# design 1

==> design_1/pins.png <==
Pins as bars across the die edge, other pins in grey.
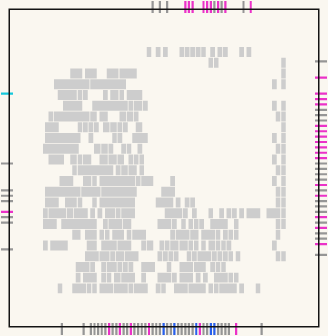

### src/rtl/hazard_unit.sv
// Stall/flush controller for the 5-stage MIPS pipeline: load-use bubble, d-cache freeze, branch flush, halt.
// Define HAZARD_PERF_EN to build the stall/flush performance counters; otherwise they read as zero.
module hazard_unit #(
    parameter int REG_W   = 5,
    parameter int TIMEOUT = 255,
    parameter int CNT_W   = 32
) (
    input  logic             CLK,
    input  logic             RST,
    input  logic             ihit,
    input  logic             dhit,
    input  logic [REG_W-1:0] id_rs,
    input  logic [REG_W-1:0] id_rt,
    input  logic             id_uses_rt,
    input  logic             ex_dren,
    input  logic [REG_W-1:0] ex_dest,
    input  logic             mem_dren,
    input  logic             mem_dwen,
    input  logic             mem_br_taken,
    input  logic             wb_halt,
    output logic             pc_en,
    output logic             ifid_en,
    output logic             idex_en,
    output logic             exmem_en,
    output logic             memwb_en,
    output logic             ifid_flush,
    output logic             idex_flush,
    output logic             exmem_flush,
    output logic             halted,
    output logic             mem_timeout,
    output logic [CNT_W-1:0] stall_cnt,
    output logic [CNT_W-1:0] flush_cnt
);

    localparam int WAIT_W = (TIMEOUT < 2) ? 1 : $clog2(TIMEOUT + 1);
    localparam logic [WAIT_W-1:0] WAIT_MAX = WAIT_W'(TIMEOUT);

    typedef enum logic [1:0] {
        RUN      = 2'd0,
        LU_STALL = 2'd1,
        DWAIT    = 2'd2,
        HALT     = 2'd3
    } state_t;

    state_t            r_state;
    state_t            w_nextState;
    logic [WAIT_W-1:0] r_waitCnt;
    logic [WAIT_W-1:0] w_waitCntNext;
    logic              r_halted;
    logic              r_memTimeout;
    logic              w_dwait;
    logic              w_lu;
    logic              w_stillWaiting;

    assign w_dwait = (mem_dren | mem_dwen) & ~dhit;
    assign w_lu    = ex_dren & (ex_dest != '0) &
                     ((ex_dest == id_rs) | (id_uses_rt & (ex_dest == id_rt)));

    // RUN, LU_STALL and DWAIT share one priority chain; load-use is only honoured from RUN,
    // which both limits it to one bubble and skips it when a d-cache wait releases.
    always_comb begin
        w_nextState = r_state;
        pc_en       = 1'b0;
        ifid_en     = 1'b0;
        idex_en     = 1'b0;
        exmem_en    = 1'b0;
        memwb_en    = 1'b0;
        ifid_flush  = 1'b0;
        idex_flush  = 1'b0;
        exmem_flush = 1'b0;
        if (!RST) begin
            case (r_state)
                RUN, LU_STALL, DWAIT: begin
                    if (wb_halt) begin
                        w_nextState = HALT;
                    end else if (w_dwait) begin
                        w_nextState = DWAIT;
                    end else if (mem_br_taken) begin
                        pc_en       = 1'b1;
                        ifid_en     = 1'b1;
                        idex_en     = 1'b1;
                        exmem_en    = 1'b1;
                        memwb_en    = 1'b1;
                        ifid_flush  = 1'b1;
                        idex_flush  = 1'b1;
                        exmem_flush = 1'b1;
                        w_nextState = RUN;
                    end else if (w_lu && (r_state == RUN)) begin
                        idex_en     = 1'b1;
                        exmem_en    = 1'b1;
                        memwb_en    = 1'b1;
                        idex_flush  = 1'b1;
                        w_nextState = LU_STALL;
                    end else if (!ihit) begin
                        ifid_en     = 1'b1;
                        idex_en     = 1'b1;
                        exmem_en    = 1'b1;
                        memwb_en    = 1'b1;
                        ifid_flush  = 1'b1;
                        w_nextState = RUN;
                    end else begin
                        pc_en       = 1'b1;
                        ifid_en     = 1'b1;
                        idex_en     = 1'b1;
                        exmem_en    = 1'b1;
                        memwb_en    = 1'b1;
                        w_nextState = RUN;
                    end
                end
                HALT: begin
                    w_nextState = HALT;
                end
                default: begin
                    w_nextState = RUN;
                end
            endcase
        end
    end

    // The watchdog only counts frozen cycles spent inside DWAIT and clears on any exit.
    assign w_stillWaiting = (r_state == DWAIT) && (w_nextState == DWAIT);

    always_comb begin
        w_waitCntNext = '0;
        if (w_stillWaiting) begin
            w_waitCntNext = (r_waitCnt == WAIT_MAX) ? r_waitCnt : r_waitCnt + WAIT_W'(1);
        end
    end

    always_ff @(posedge CLK or posedge RST) begin
        if (RST) begin
            r_state      <= RUN;
            r_waitCnt    <= '0;
            r_halted     <= 1'b0;
            r_memTimeout <= 1'b0;
        end else begin
            r_state   <= w_nextState;
            r_waitCnt <= w_waitCntNext;
            if (w_nextState == HALT) begin
                r_halted <= 1'b1;
            end
            if (w_stillWaiting && (w_waitCntNext == WAIT_MAX)) begin
                r_memTimeout <= 1'b1;
            end
        end
    end

    assign halted      = r_halted;
    assign mem_timeout = r_memTimeout;

`ifdef HAZARD_PERF_EN
    logic [CNT_W-1:0] r_stallCnt;
    logic [CNT_W-1:0] r_flushCnt;

    always_ff @(posedge CLK or posedge RST) begin
        if (RST) begin
            r_stallCnt <= '0;
            r_flushCnt <= '0;
        end else begin
            if (!pc_en && (r_state != HALT) && (r_stallCnt != '1)) begin
                r_stallCnt <= r_stallCnt + CNT_W'(1);
            end
            if ((ifid_flush || idex_flush || exmem_flush) && (r_flushCnt != '1)) begin
                r_flushCnt <= r_flushCnt + CNT_W'(1);
            end
        end
    end

    assign stall_cnt = r_stallCnt;
    assign flush_cnt = r_flushCnt;
`else
    assign stall_cnt = '0;
    assign flush_cnt = '0;
`endif

endmodule

### config.mk
export PLATFORM = sky130hd
export DESIGN_NAME = hazard_unit
export DESIGN_NICKNAME = d
export VERILOG_FILES = /design/src/rtl/hazard_unit.sv
export SDC_FILE = /design/constraint.sdc
export NUM_CORES = 1
export LEC_CHECK = 0
export ABC_AREA = 1
export CAP_MARGIN = 20
export CORE_AREA = 8 8 70 72
export CTS_CLUSTER_DIAMETER = 50
export DETAILED_ROUTE_END_ITERATION = 8
export DIE_AREA = 0 0 78 80
export GPL_ROUTABILITY_DRIVEN = 0
export PLACE_DENSITY = 0.86
export SLEW_MARGIN = 20
export SYNTH_ARGS = -nofsm -noshare
export SYNTH_HDL_FRONTEND = slang
export SYNTH_SLANG_ARGS = --single-unit
### constraint.sdc
create_clock -name CLK -period 2.59 [get_ports CLK]
set_input_delay 0.518 -clock CLK [delete_from_list [all_inputs] [get_ports CLK]]
set_output_delay 0.518 -clock CLK [all_outputs]
set_load 0.01 [all_outputs]
# design 2

===== src/rtl/unary_bounds_decoder.sv =====
// rtl/unary_bounds_decoder.sv - unary bitstream sink: running count bounds and binary result (optional threshold decision: UNARY_DECODE_THRESHOLD_EN)
module unary_bounds_decoder #(
  parameter int INPUT_WIDTH = 32,
  parameter int COUNT_WIDTH = $clog2(INPUT_WIDTH + 1)
) (
  input  logic                   clk,
  input  logic                   reset,
  input  logic                   start_i,
  input  logic [COUNT_WIDTH-1:0] threshold_i,
  input  logic                   in_valid_i,
  input  logic                   in_bit_i,
  output logic                   in_ready_o,
  output logic [COUNT_WIDTH-1:0] lower_bound_o,
  output logic [COUNT_WIDTH-1:0] upper_bound_o,
  output logic                   busy_o,
  output logic                   result_valid_o,
  input  logic                   result_ready_i,
  output logic [COUNT_WIDTH-1:0] result_o,
  output logic                   decision_valid_o,
  output logic                   decision_o
);

  typedef enum logic [1:0] {
    S_IDLE    = 2'd0,
    S_COLLECT = 2'd1,
    S_DONE    = 2'd2
  } state_t;

  localparam logic [COUNT_WIDTH-1:0] WIDTH_C = COUNT_WIDTH'(INPUT_WIDTH);
  localparam logic [COUNT_WIDTH-1:0] LAST_C  = COUNT_WIDTH'(INPUT_WIDTH - 1);

  state_t                 state_q, state_d;
  logic [COUNT_WIDTH-1:0] ones_q, ones_d;
  logic [COUNT_WIDTH-1:0] bits_q, bits_d;
  logic                   xfer;
  logic                   start_ok;

  assign xfer     = (state_q == S_COLLECT) && in_valid_i;
  assign start_ok = (state_q == S_IDLE) && start_i;

  // State register
  always_ff @(posedge clk or negedge reset) begin
    if (!reset) begin
      state_q <= S_IDLE;
    end else begin
      state_q <= state_d;
    end
  end

  // Next-state logic: the last accepted bit moves to DONE, the result handshake returns to IDLE
  always_comb begin
    state_d = state_q;
    case (state_q)
      S_IDLE:    if (start_i) state_d = S_COLLECT;
      S_COLLECT: if (xfer && (bits_q == LAST_C)) state_d = S_DONE;
      S_DONE:    if (result_ready_i) state_d = S_IDLE;
      default:   state_d = S_IDLE;
    endcase
  end

  // Counter next values: cleared on accepted start, advanced on each transfer, held otherwise
  always_comb begin
    ones_d = ones_q;
    bits_d = bits_q;
    if (start_ok) begin
      ones_d = '0;
      bits_d = '0;
    end else if (xfer) begin
      ones_d = ones_q + COUNT_WIDTH'(in_bit_i);
      bits_d = bits_q + 1'b1;
    end
  end

  // Counter registers; a reset discards any partial stream
  always_ff @(posedge clk or negedge reset) begin
    if (!reset) begin
      ones_q <= '0;
      bits_q <= '0;
    end else begin
      ones_q <= ones_d;
      bits_q <= bits_d;
    end
  end

  // Bounds never exceed INPUT_WIDTH, so the wrap of the intermediate difference is harmless
  assign lower_bound_o = ones_q;
  assign upper_bound_o = WIDTH_C - bits_q + ones_q;

`ifdef UNARY_DECODE_THRESHOLD_EN
  logic [COUNT_WIDTH-1:0] thr_q;

  // Threshold is captured only when a start is accepted
  always_ff @(posedge clk or negedge reset) begin
    if (!reset) begin
      thr_q <= '0;
    end else if (start_ok) begin
      thr_q <= threshold_i;
    end
  end
`else
  logic unused_threshold;
  assign unused_threshold = ^threshold_i;
`endif

  // Outputs decoded from the state; the decision is sticky because lower only rises and upper only falls
  always_comb begin
    in_ready_o       = (state_q == S_COLLECT);
    busy_o           = (state_q != S_IDLE);
    result_valid_o   = (state_q == S_DONE);
    result_o         = (state_q == S_DONE) ? ones_q : '0;
    decision_valid_o = 1'b0;
    decision_o       = 1'b0;
`ifdef UNARY_DECODE_THRESHOLD_EN
    if (state_q != S_IDLE) begin
      if (lower_bound_o >= thr_q) begin
        decision_valid_o = 1'b1;
        decision_o       = 1'b1;
      end else if (upper_bound_o < thr_q) begin
        decision_valid_o = 1'b1;
        decision_o       = 1'b0;
      end
    end
`endif
  end

endmodule


===== config.mk =====
export PLATFORM = sky130hd
export DESIGN_NAME = unary_bounds_decoder
export DESIGN_NICKNAME = d
export VERILOG_FILES = /design/src/rtl/unary_bounds_decoder.sv
export SDC_FILE = /design/constraint.sdc
export NUM_CORES = 1
export LEC_CHECK = 0
export CAP_MARGIN = 40
export CORE_MARGIN = 2
export CORE_UTILIZATION = 47
export CTS_CLUSTER_SIZE = 10
export DETAILED_ROUTE_END_ITERATION = 12
export MAX_ROUTING_LAYER = met4
export PLACE_DENSITY = 0.83
export SLEW_MARGIN = 20
export SYNTH_ARGS = -nofsm -noshare
export SYNTH_HDL_FRONTEND = slang
export SYNTH_SLANG_ARGS = --single-unit

===== constraint.sdc =====
create_clock -name clk -period 4.3 [get_ports clk]
set_input_delay 0.86 -clock clk [delete_from_list [all_inputs] [get_ports clk]]
set_output_delay 0.86 -clock clk [all_outputs]
set_load 0.02 [all_outputs]


==> notes/layouts.md <==
Pictures saved along the way, in no particular order.

Signal wires by layer.
Plate I
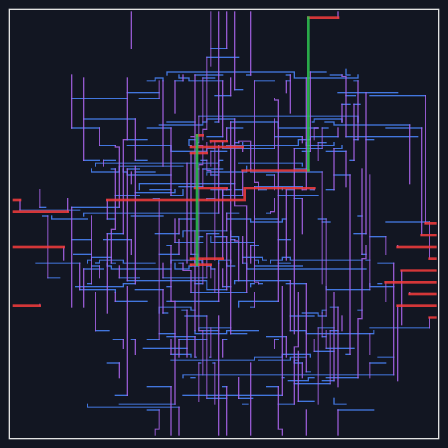
Plate II
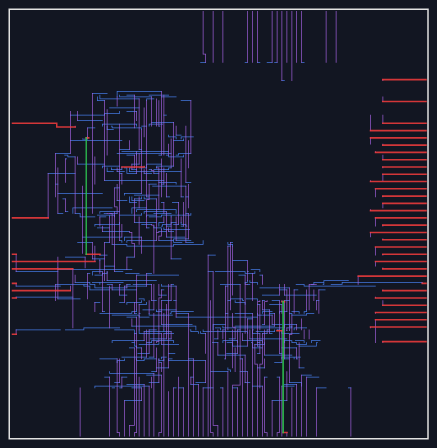
The one with the most wire is Plate II.
For design 2, see Plate I.
For design 1, see Plate II.

Key to Plate I:
| layer | colour | wire length |
|---|---|---|
| met4 | green | 32.6 um |
| met2 | purple | 1,040 um |
| met3 | red | 97.5 um |
| met1 | blue | 814 um |

==> design_2/gate_families.png <==
Bar = 10 um.
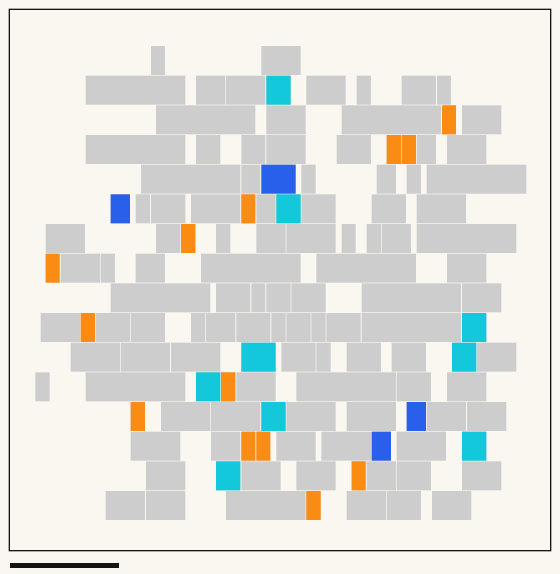
| family | colour | cells | most used |
|---|---|---|---|
| inverters | orange | 13 | inv_1 |
| AND and OR gates | cyan | 9 | and2_1 |
| inverting AOI/OAI gates | blue | 4 | a21oi_1 |

==> deck_impl_summary.md, design 2 <==
Flow Results at a Glance

Die
  – Top Ports: 35
  – Die area: 2450 um^2

GRT
  – Initial antenna violation count: 0
  – First-pass GRT wire length: 3280 um
  – GRT Overall Usage: 0.188

Yosys
  – Mean Syn Cell Area: 9.54 um^2
  – Chip Area, Yosys: 973 um^2
  – Post-Syn Instances: approximately 100
  – Distinct lib cells: 28
  – Mapped cell area: a little under 1000 um^2
  – Main flop type: dfrtp_1
  – Mux area share: 0
  – Main logic family: simple AND/OR/NAND/NOR gates

Layout
  – Synth-to-Final Area Change: 30.6%
  – Final instance area: between 1000 and 1500 um^2
  – Flop count: 14
  – MI comb cells: 73
  – # clk buffers: 3
  – Count of non-CTS inverters in the layout: 13
  – Share of layout cells above drive strength 1: 0.0465
  – Seq area share: 0.276

Setup path
  – Startpoint types: flop
  – Top delay family on crit path: buffers and inverters
  – R2r setup slk: 2.83 ns

Placement
  – Post-DP Area: 1250 um^2

Clock network
  – Max clock buf depth: 2
  – CTS tree: yes
  – Clk slew on worst S/H paths: roughly 0.07 ns

Detailed routing
  – Via density: 5.03

Final timing
  – Setup total negative slack: 0 ns
  – RSZ-0062 raised after global routing: false
  – Final Cycle Share: 0.822

Outcome
  – Outcome: completed

Pwr
  – Gate power share: 0.725
  – Cell internal pwr: 0.000578 W
==> design_1/final_clocks.png <==
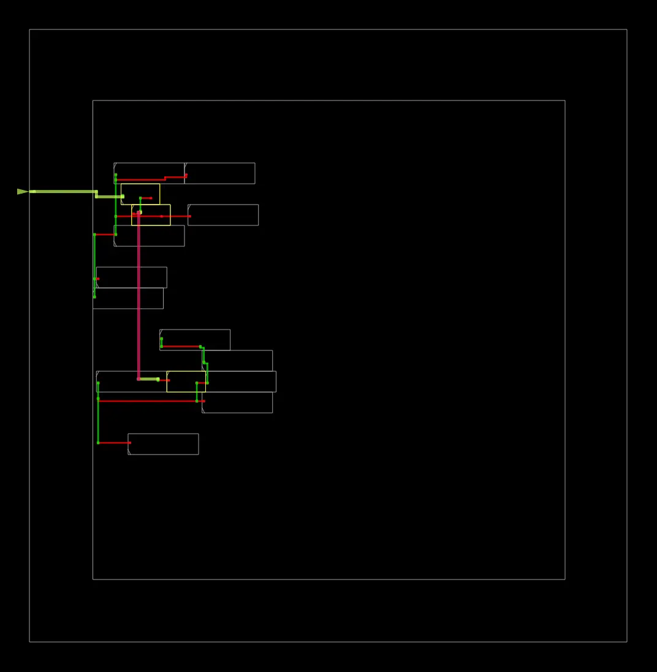
Inserted Clock Buffers: 3
flop count: 12
Insertion Delay late pin: 0.23 ns
Clk. pwr: 0.000159 W
clk sink count: 12

About design_1/pins.png:
| port | colour | pins | direction | edge |
|---|---|---|---|---|
| CLK | cyan | 1 | input | left |
| ex_dest | blue | 5 | input | bottom |
| stall_cnt | magenta | 32 | output | 16 right, 9 top, 6 bottom, 1 left |
all pins by edge: 43 bottom, 32 right, 15 top, 9 left
Die W: 78 um
die height: 80 um

==> deck_impl_summary.md, design 1 <==
Flow Results at a Glance

Final timing
  – Count of pins over their slew limit: 0
  – RSZ-0062 raised after global routing: false
  – Setup total negative slack: 0 ns

Layout
  – Buffering overhead: 0.226
  – Final instance area: 1710 um^2
  – Max-area cell class: multi-input combinational cells

Detailed routing
  – WL met2: 1690 um
  – DR DRC count: 0
  – Routed wl met3: 347 um

Yosys
  – AO/OA Area Share: 0.0545
  – Ys async rst share: 1.00
  – Top cells by count: buf_4, nand2_1, inv_1, nor2_1, dfrtp_1

GRT
  – Congestion Overflow GR: 0
  – Met1 GRT Util: 0.0829

Outcome
  – Outcome: completed

Setup path
  – Worst path arrival time: 1.99 ns

Clock network
  – Max clock buf depth: 2

# design 3

==> design_3/pins.png <==
Pins as bars across the die edge, other pins in grey.
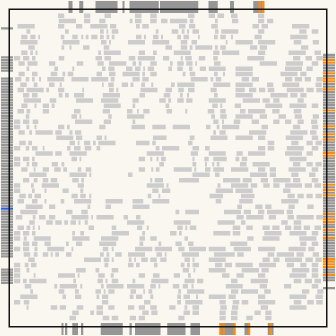
==> design_3/metal_stack.png <==
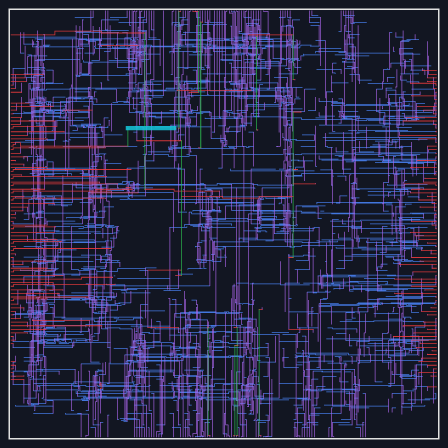
## src/rtl/riscv_pkg.sv

```systemverilog
// Shared encodings and default widths for the data-memory arbiter slice.
package riscv_pkg;

  localparam int unsigned DEF_AW = 32;
  localparam int unsigned DEF_DW = 32;
  localparam int unsigned STAT_W = 32;

  typedef enum logic [1:0] {
    ST_IDLE   = 2'd0,
    ST_ACCESS = 2'd1,
    ST_RESP   = 2'd2
  } arb_state_e;

  typedef enum logic {
    OWN_CPU = 1'b0,
    OWN_DMA = 1'b1
  } arb_owner_e;

endpackage

```

## src/rtl/dmem_arb_stats.sv

```systemverilog
// Saturating grant and CPU-stall counters for dmem_arbiter (built only with DMEM_ARB_STATS_EN).
module dmem_arb_stats
  import riscv_pkg::*;
(
  input  logic              clk,
  input  logic              rst,
  input  logic              cpu_grant,
  input  logic              dma_grant,
  input  logic              cpu_stall,
  output logic [STAT_W-1:0] stat_cpu_grants,
  output logic [STAT_W-1:0] stat_dma_grants,
  output logic [STAT_W-1:0] stat_cpu_stall_cycles
);

  // Each counter sticks at all-ones instead of wrapping.
  always_ff @(posedge clk or negedge rst) begin
    if (!rst) begin
      stat_cpu_grants       <= '0;
      stat_dma_grants       <= '0;
      stat_cpu_stall_cycles <= '0;
    end else begin
      if (cpu_grant && (stat_cpu_grants != '1)) begin
        stat_cpu_grants <= stat_cpu_grants + STAT_W'(1);
      end
      if (dma_grant && (stat_dma_grants != '1)) begin
        stat_dma_grants <= stat_dma_grants + STAT_W'(1);
      end
      if (cpu_stall && (stat_cpu_stall_cycles != '1)) begin
        stat_cpu_stall_cycles <= stat_cpu_stall_cycles + STAT_W'(1);
      end
    end
  end

endmodule

```

## src/rtl/dmem_arbiter.sv

```systemverilog
// Two-port (CPU/DMA) arbiter in front of the single-port Data_Memory, CPU-priority with DMA anti-starvation.
// Optional statistics counters are built when DMEM_ARB_STATS_EN is defined.
module dmem_arbiter
  import riscv_pkg::*;
#(
  parameter int unsigned AW             = DEF_AW,
  parameter int unsigned DW             = DEF_DW,
  parameter int unsigned LATENCY        = 1,
  parameter int unsigned MAX_CPU_STREAK = 4
) (
  input  logic              clk,
  input  logic              rst,
  input  logic              cpu_req,
  input  logic              cpu_we,
  input  logic [AW-1:0]     cpu_addr,
  input  logic [DW-1:0]     cpu_wdata,
  output logic [DW-1:0]     cpu_rdata,
  output logic              cpu_ack,
  output logic              cpu_stall,
  input  logic              dma_req,
  input  logic              dma_we,
  input  logic [AW-1:0]     dma_addr,
  input  logic [DW-1:0]     dma_wdata,
  output logic [DW-1:0]     dma_rdata,
  output logic              dma_ack,
  output logic              mem_we,
  output logic [AW-1:0]     mem_addr,
  output logic [DW-1:0]     mem_wd,
`ifdef DMEM_ARB_STATS_EN
  output logic [STAT_W-1:0] stat_cpu_grants,
  output logic [STAT_W-1:0] stat_dma_grants,
  output logic [STAT_W-1:0] stat_cpu_stall_cycles,
`endif
  input  logic [DW-1:0]     mem_rd
);

  localparam int unsigned CW = (LATENCY > 1) ? $clog2(LATENCY) : 1;
  localparam int unsigned SW = $clog2(MAX_CPU_STREAK + 1);

  arb_state_e    state_q, state_d;
  arb_owner_e    owner_q, owner_d;
  logic [CW-1:0] cnt_q, cnt_d;
  logic [SW-1:0] streak_q, streak_d;
  logic          cpu_ack_d, dma_ack_d, mem_we_d;
  logic [DW-1:0] cpu_rdata_d, dma_rdata_d, mem_wd_d;
  logic [AW-1:0] mem_addr_d;

  assign cpu_stall = cpu_req & ~cpu_ack;

  // Next-state, arbitration and registered memory/response values.
  always_comb begin
    state_d     = state_q;
    owner_d     = owner_q;
    cnt_d       = cnt_q;
    streak_d    = streak_q;
    cpu_ack_d   = 1'b0;
    dma_ack_d   = 1'b0;
    cpu_rdata_d = cpu_rdata;
    dma_rdata_d = dma_rdata;
    mem_we_d    = 1'b0;
    mem_addr_d  = mem_addr;
    mem_wd_d    = mem_wd;

    case (state_q)
      ST_IDLE: begin
        mem_addr_d = '0;
        mem_wd_d   = '0;
        if (cpu_req || dma_req) begin
          if (dma_req && (!cpu_req || (streak_q == SW'(MAX_CPU_STREAK)))) begin
            owner_d    = OWN_DMA;
            streak_d   = '0;
            mem_we_d   = dma_we;
            mem_addr_d = dma_addr;
            mem_wd_d   = dma_wdata;
          end else begin
            owner_d    = OWN_CPU;
            streak_d   = dma_req ? (streak_q + SW'(1)) : '0;
            mem_we_d   = cpu_we;
            mem_addr_d = cpu_addr;
            mem_wd_d   = cpu_wdata;
          end
          cnt_d   = CW'(LATENCY - 1);
          state_d = ST_ACCESS;
        end
      end

      ST_ACCESS: begin
        mem_addr_d = (owner_q == OWN_DMA) ? dma_addr  : cpu_addr;
        mem_wd_d   = (owner_q == OWN_DMA) ? dma_wdata : cpu_wdata;
        cnt_d      = cnt_q - CW'(1);
        if (cnt_q == '0) begin
          // Last window cycle: capture read data with the ack for the owner.
          cnt_d      = '0;
          mem_addr_d = '0;
          mem_wd_d   = '0;
          state_d    = ST_RESP;
          if (owner_q == OWN_DMA) begin
            dma_ack_d = 1'b1;
            if (!dma_we) dma_rdata_d = mem_rd;
          end else begin
            cpu_ack_d = 1'b1;
            if (!cpu_we) cpu_rdata_d = mem_rd;
          end
        end
      end

      ST_RESP: begin
        state_d = ST_IDLE;
      end

      default: begin
        state_d    = ST_IDLE;
        mem_addr_d = '0;
        mem_wd_d   = '0;
      end
    endcase
  end

  always_ff @(posedge clk or negedge rst) begin
    if (!rst) begin
      state_q   <= ST_IDLE;
      owner_q   <= OWN_CPU;
      cnt_q     <= '0;
      streak_q  <= '0;
      cpu_ack   <= 1'b0;
      dma_ack   <= 1'b0;
      cpu_rdata <= '0;
      dma_rdata <= '0;
      mem_we    <= 1'b0;
      mem_addr  <= '0;
      mem_wd    <= '0;
    end else begin
      state_q   <= state_d;
      owner_q   <= owner_d;
      cnt_q     <= cnt_d;
      streak_q  <= streak_d;
      cpu_ack   <= cpu_ack_d;
      dma_ack   <= dma_ack_d;
      cpu_rdata <= cpu_rdata_d;
      dma_rdata <= dma_rdata_d;
      mem_we    <= mem_we_d;
      mem_addr  <= mem_addr_d;
      mem_wd    <= mem_wd_d;
    end
  end

`ifdef DMEM_ARB_STATS_EN
  logic cpu_grant_c, dma_grant_c;

  assign cpu_grant_c = (state_q == ST_IDLE) && (state_d == ST_ACCESS) && (owner_d == OWN_CPU);
  assign dma_grant_c = (state_q == ST_IDLE) && (state_d == ST_ACCESS) && (owner_d == OWN_DMA);

  dmem_arb_stats u_stats (
    .clk                   (clk),
    .rst                   (rst),
    .cpu_grant             (cpu_grant_c),
    .dma_grant             (dma_grant_c),
    .cpu_stall             (cpu_stall),
    .stat_cpu_grants       (stat_cpu_grants),
    .stat_dma_grants       (stat_dma_grants),
    .stat_cpu_stall_cycles (stat_cpu_stall_cycles)
  );
`endif

endmodule

```

## config.mk

```make
export PLATFORM = sky130hd
export DESIGN_NAME = dmem_arbiter
export DESIGN_NICKNAME = d
export VERILOG_FILES = /design/src/rtl/riscv_pkg.sv /design/src/rtl/dmem_arb_stats.sv /design/src/rtl/dmem_arbiter.sv
export SDC_FILE = /design/constraint.sdc
export NUM_CORES = 1
export LEC_CHECK = 0
export CELL_PAD_IN_SITES_DETAIL_PLACEMENT = 1
export CELL_PAD_IN_SITES_GLOBAL_PLACEMENT = 2
export CORE_UTILIZATION = 24
export DETAILED_ROUTE_END_ITERATION = 8
export GPL_TIMING_DRIVEN = 1
export PLACE_DENSITY_LB_ADDON = 0.1
export SLEW_MARGIN = 40
export SYNTH_ARGS = -nofsm -noshare
export SYNTH_HDL_FRONTEND = slang
export SYNTH_SLANG_ARGS = --single-unit
```

## constraint.sdc

```tcl
create_clock -name clk -period 1.8 [get_ports clk]
set_input_delay 0.36 -clock clk [delete_from_list [all_inputs] [get_ports clk]]
set_output_delay 0.36 -clock clk [all_outputs]
set_load 0.01 [all_outputs]
```

==> deck_impl_summary.md <==
Flow Results at a Glance

Yosys
  – EDFF count, synth: 0
  – Main logic family: AND-OR/OR-AND gates
  – Yosys cell count: 545
  – Mean Syn Cell Area: ~11 um^2
  – Mux area share: 0.119
  – Distinct lib cells: 27
  – Mapped cell area: between 6000 and 7000 um^2
  – Yosys simple share: 0.0659
  – AO/OA Area Share: 0.165
  – Top cells by count: dfrtp_1, inv_1, nand3_1, a31oi_1, a221oi_1
  – Chip Area, Yosys: just over 6000 um^2
  – Ys async rst share: 1.00

Setup path
  – Worst r2r path cells: 6
  – Crit path kind: reg2out
  – Crit. End Element: output port
  – CP cell instances: clkdlybuf4s50_1
  – Worst r2r dst: mem_addr[8]
  – Worst path arrival time: approximately 1.4 ns
  – Crit path DRT: between 1 and 1.5 ns
  – Startpoint types: flop

Detailed routing
  – First-iteration detailed-routing DRC count: ~240
  – Highest Signal Layer: met5
  – Routed wl met3: between 1500 and 2000 um
  – Via count: 5,603

Die
  – Row Count: 58
  – Die W: 162 um
  – Core Region: 25,200 um^2
  – Top Ports: just under 300

Clock network
  – H-tree depth: 4
  – Clk sink count: 137
  – Max clock buf depth: 2
  – Clk slew on worst S/H paths: 0.07 ns
  – Clock Root Buffer: clkbuf_16
  – CTS resizes: 1
  – CTS tree: yes

Layout
  – # clk buffers: 18
  – Top Layout Cells: clkdlybuf4s50_1, dfrtp_1, inv_1
  – Seq area share: 0.338
  – Count of plain and timing-repair buffers: 317
  – Clock network area share: 0.0584
  – Reg area: 3430 um^2
  – Buffering overhead: 0.318
  – Fillers: 2,711
  – Fin nets: 991
  – Flop count: 137
  – Finished Layout Cells: 1,167
  – Gate Area: 2220 um^2
  – Commonest Layout Cell: clkdlybuf4s50_1
  – Comb area share: 0.219

Pwr
  – Clk. pwr: 0.00354 W
  – Switch share: 0.348
  – Power Dens Cells: 1650 nW/um^2
  – Clock Power Share: 0.212
  – Seq group: 0.00545 W
  – Gate power share: 0.463

Job
  – Log Warnings: 27

Final timing
  – Setup total negative slack: 0 ns
  – Setup WS post-layout: 0.0722 ns
  – Hold slack: just over 0.4 ns
  – Clk_skew: approximately 0.015 ns

GRT
  – Initial antenna violation count: 1
  – First-pass GRT wire length: 34,400 um
  – Met2 Use GR: 0.274
  – Most Crowded Layer GR: met2

Outcome
  – Outcome: completed
About design_3/pins.png:
| port | colour | pins | direction | edge |
|---|---|---|---|---|
| dma_req | blue | 1 | input | left |
| cpu_rdata | orange | 32 | output | 25 right, 5 bottom, 2 top |

About design_3/metal_stack.png:
| layer | colour | wire length |
|---|---|---|
| met2 | purple | 10,500 um |
| met1 | blue | 9,540 um |
| met4 | green | 510 um |
| met3 | red | 1,780 um |
| met5 | cyan | 17.5 um |
DRT Wirelength: 22,400 um
GRT Overall Usage: 0.172
post-DR wirelength/cell: 19.2 um



## Gallery

Sequential cells coloured by netlist name.
Other sequential cells in the stronger grey, the rest of the logic in the fainter grey.
panel A
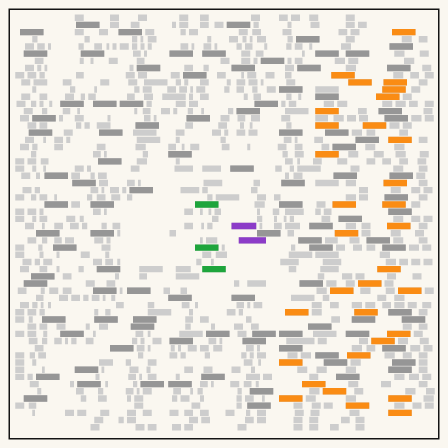
panel B
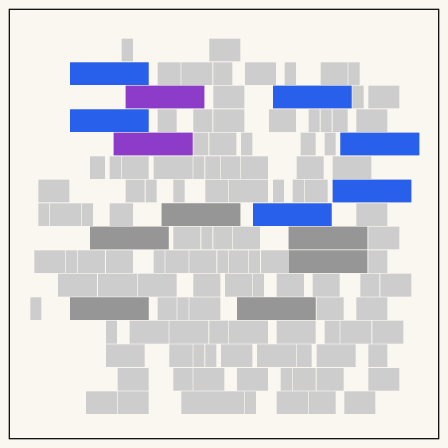
panel C
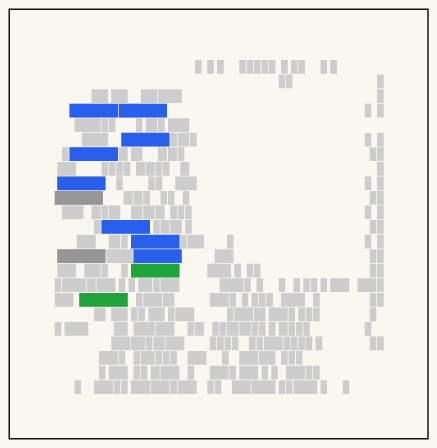
design 1 -> panel C
design 2 -> panel B
design 3 -> panel A
- most cells: panel A
- fewest cells: panel B

No activity file was given, so power comes from the tool's default toggle rates.
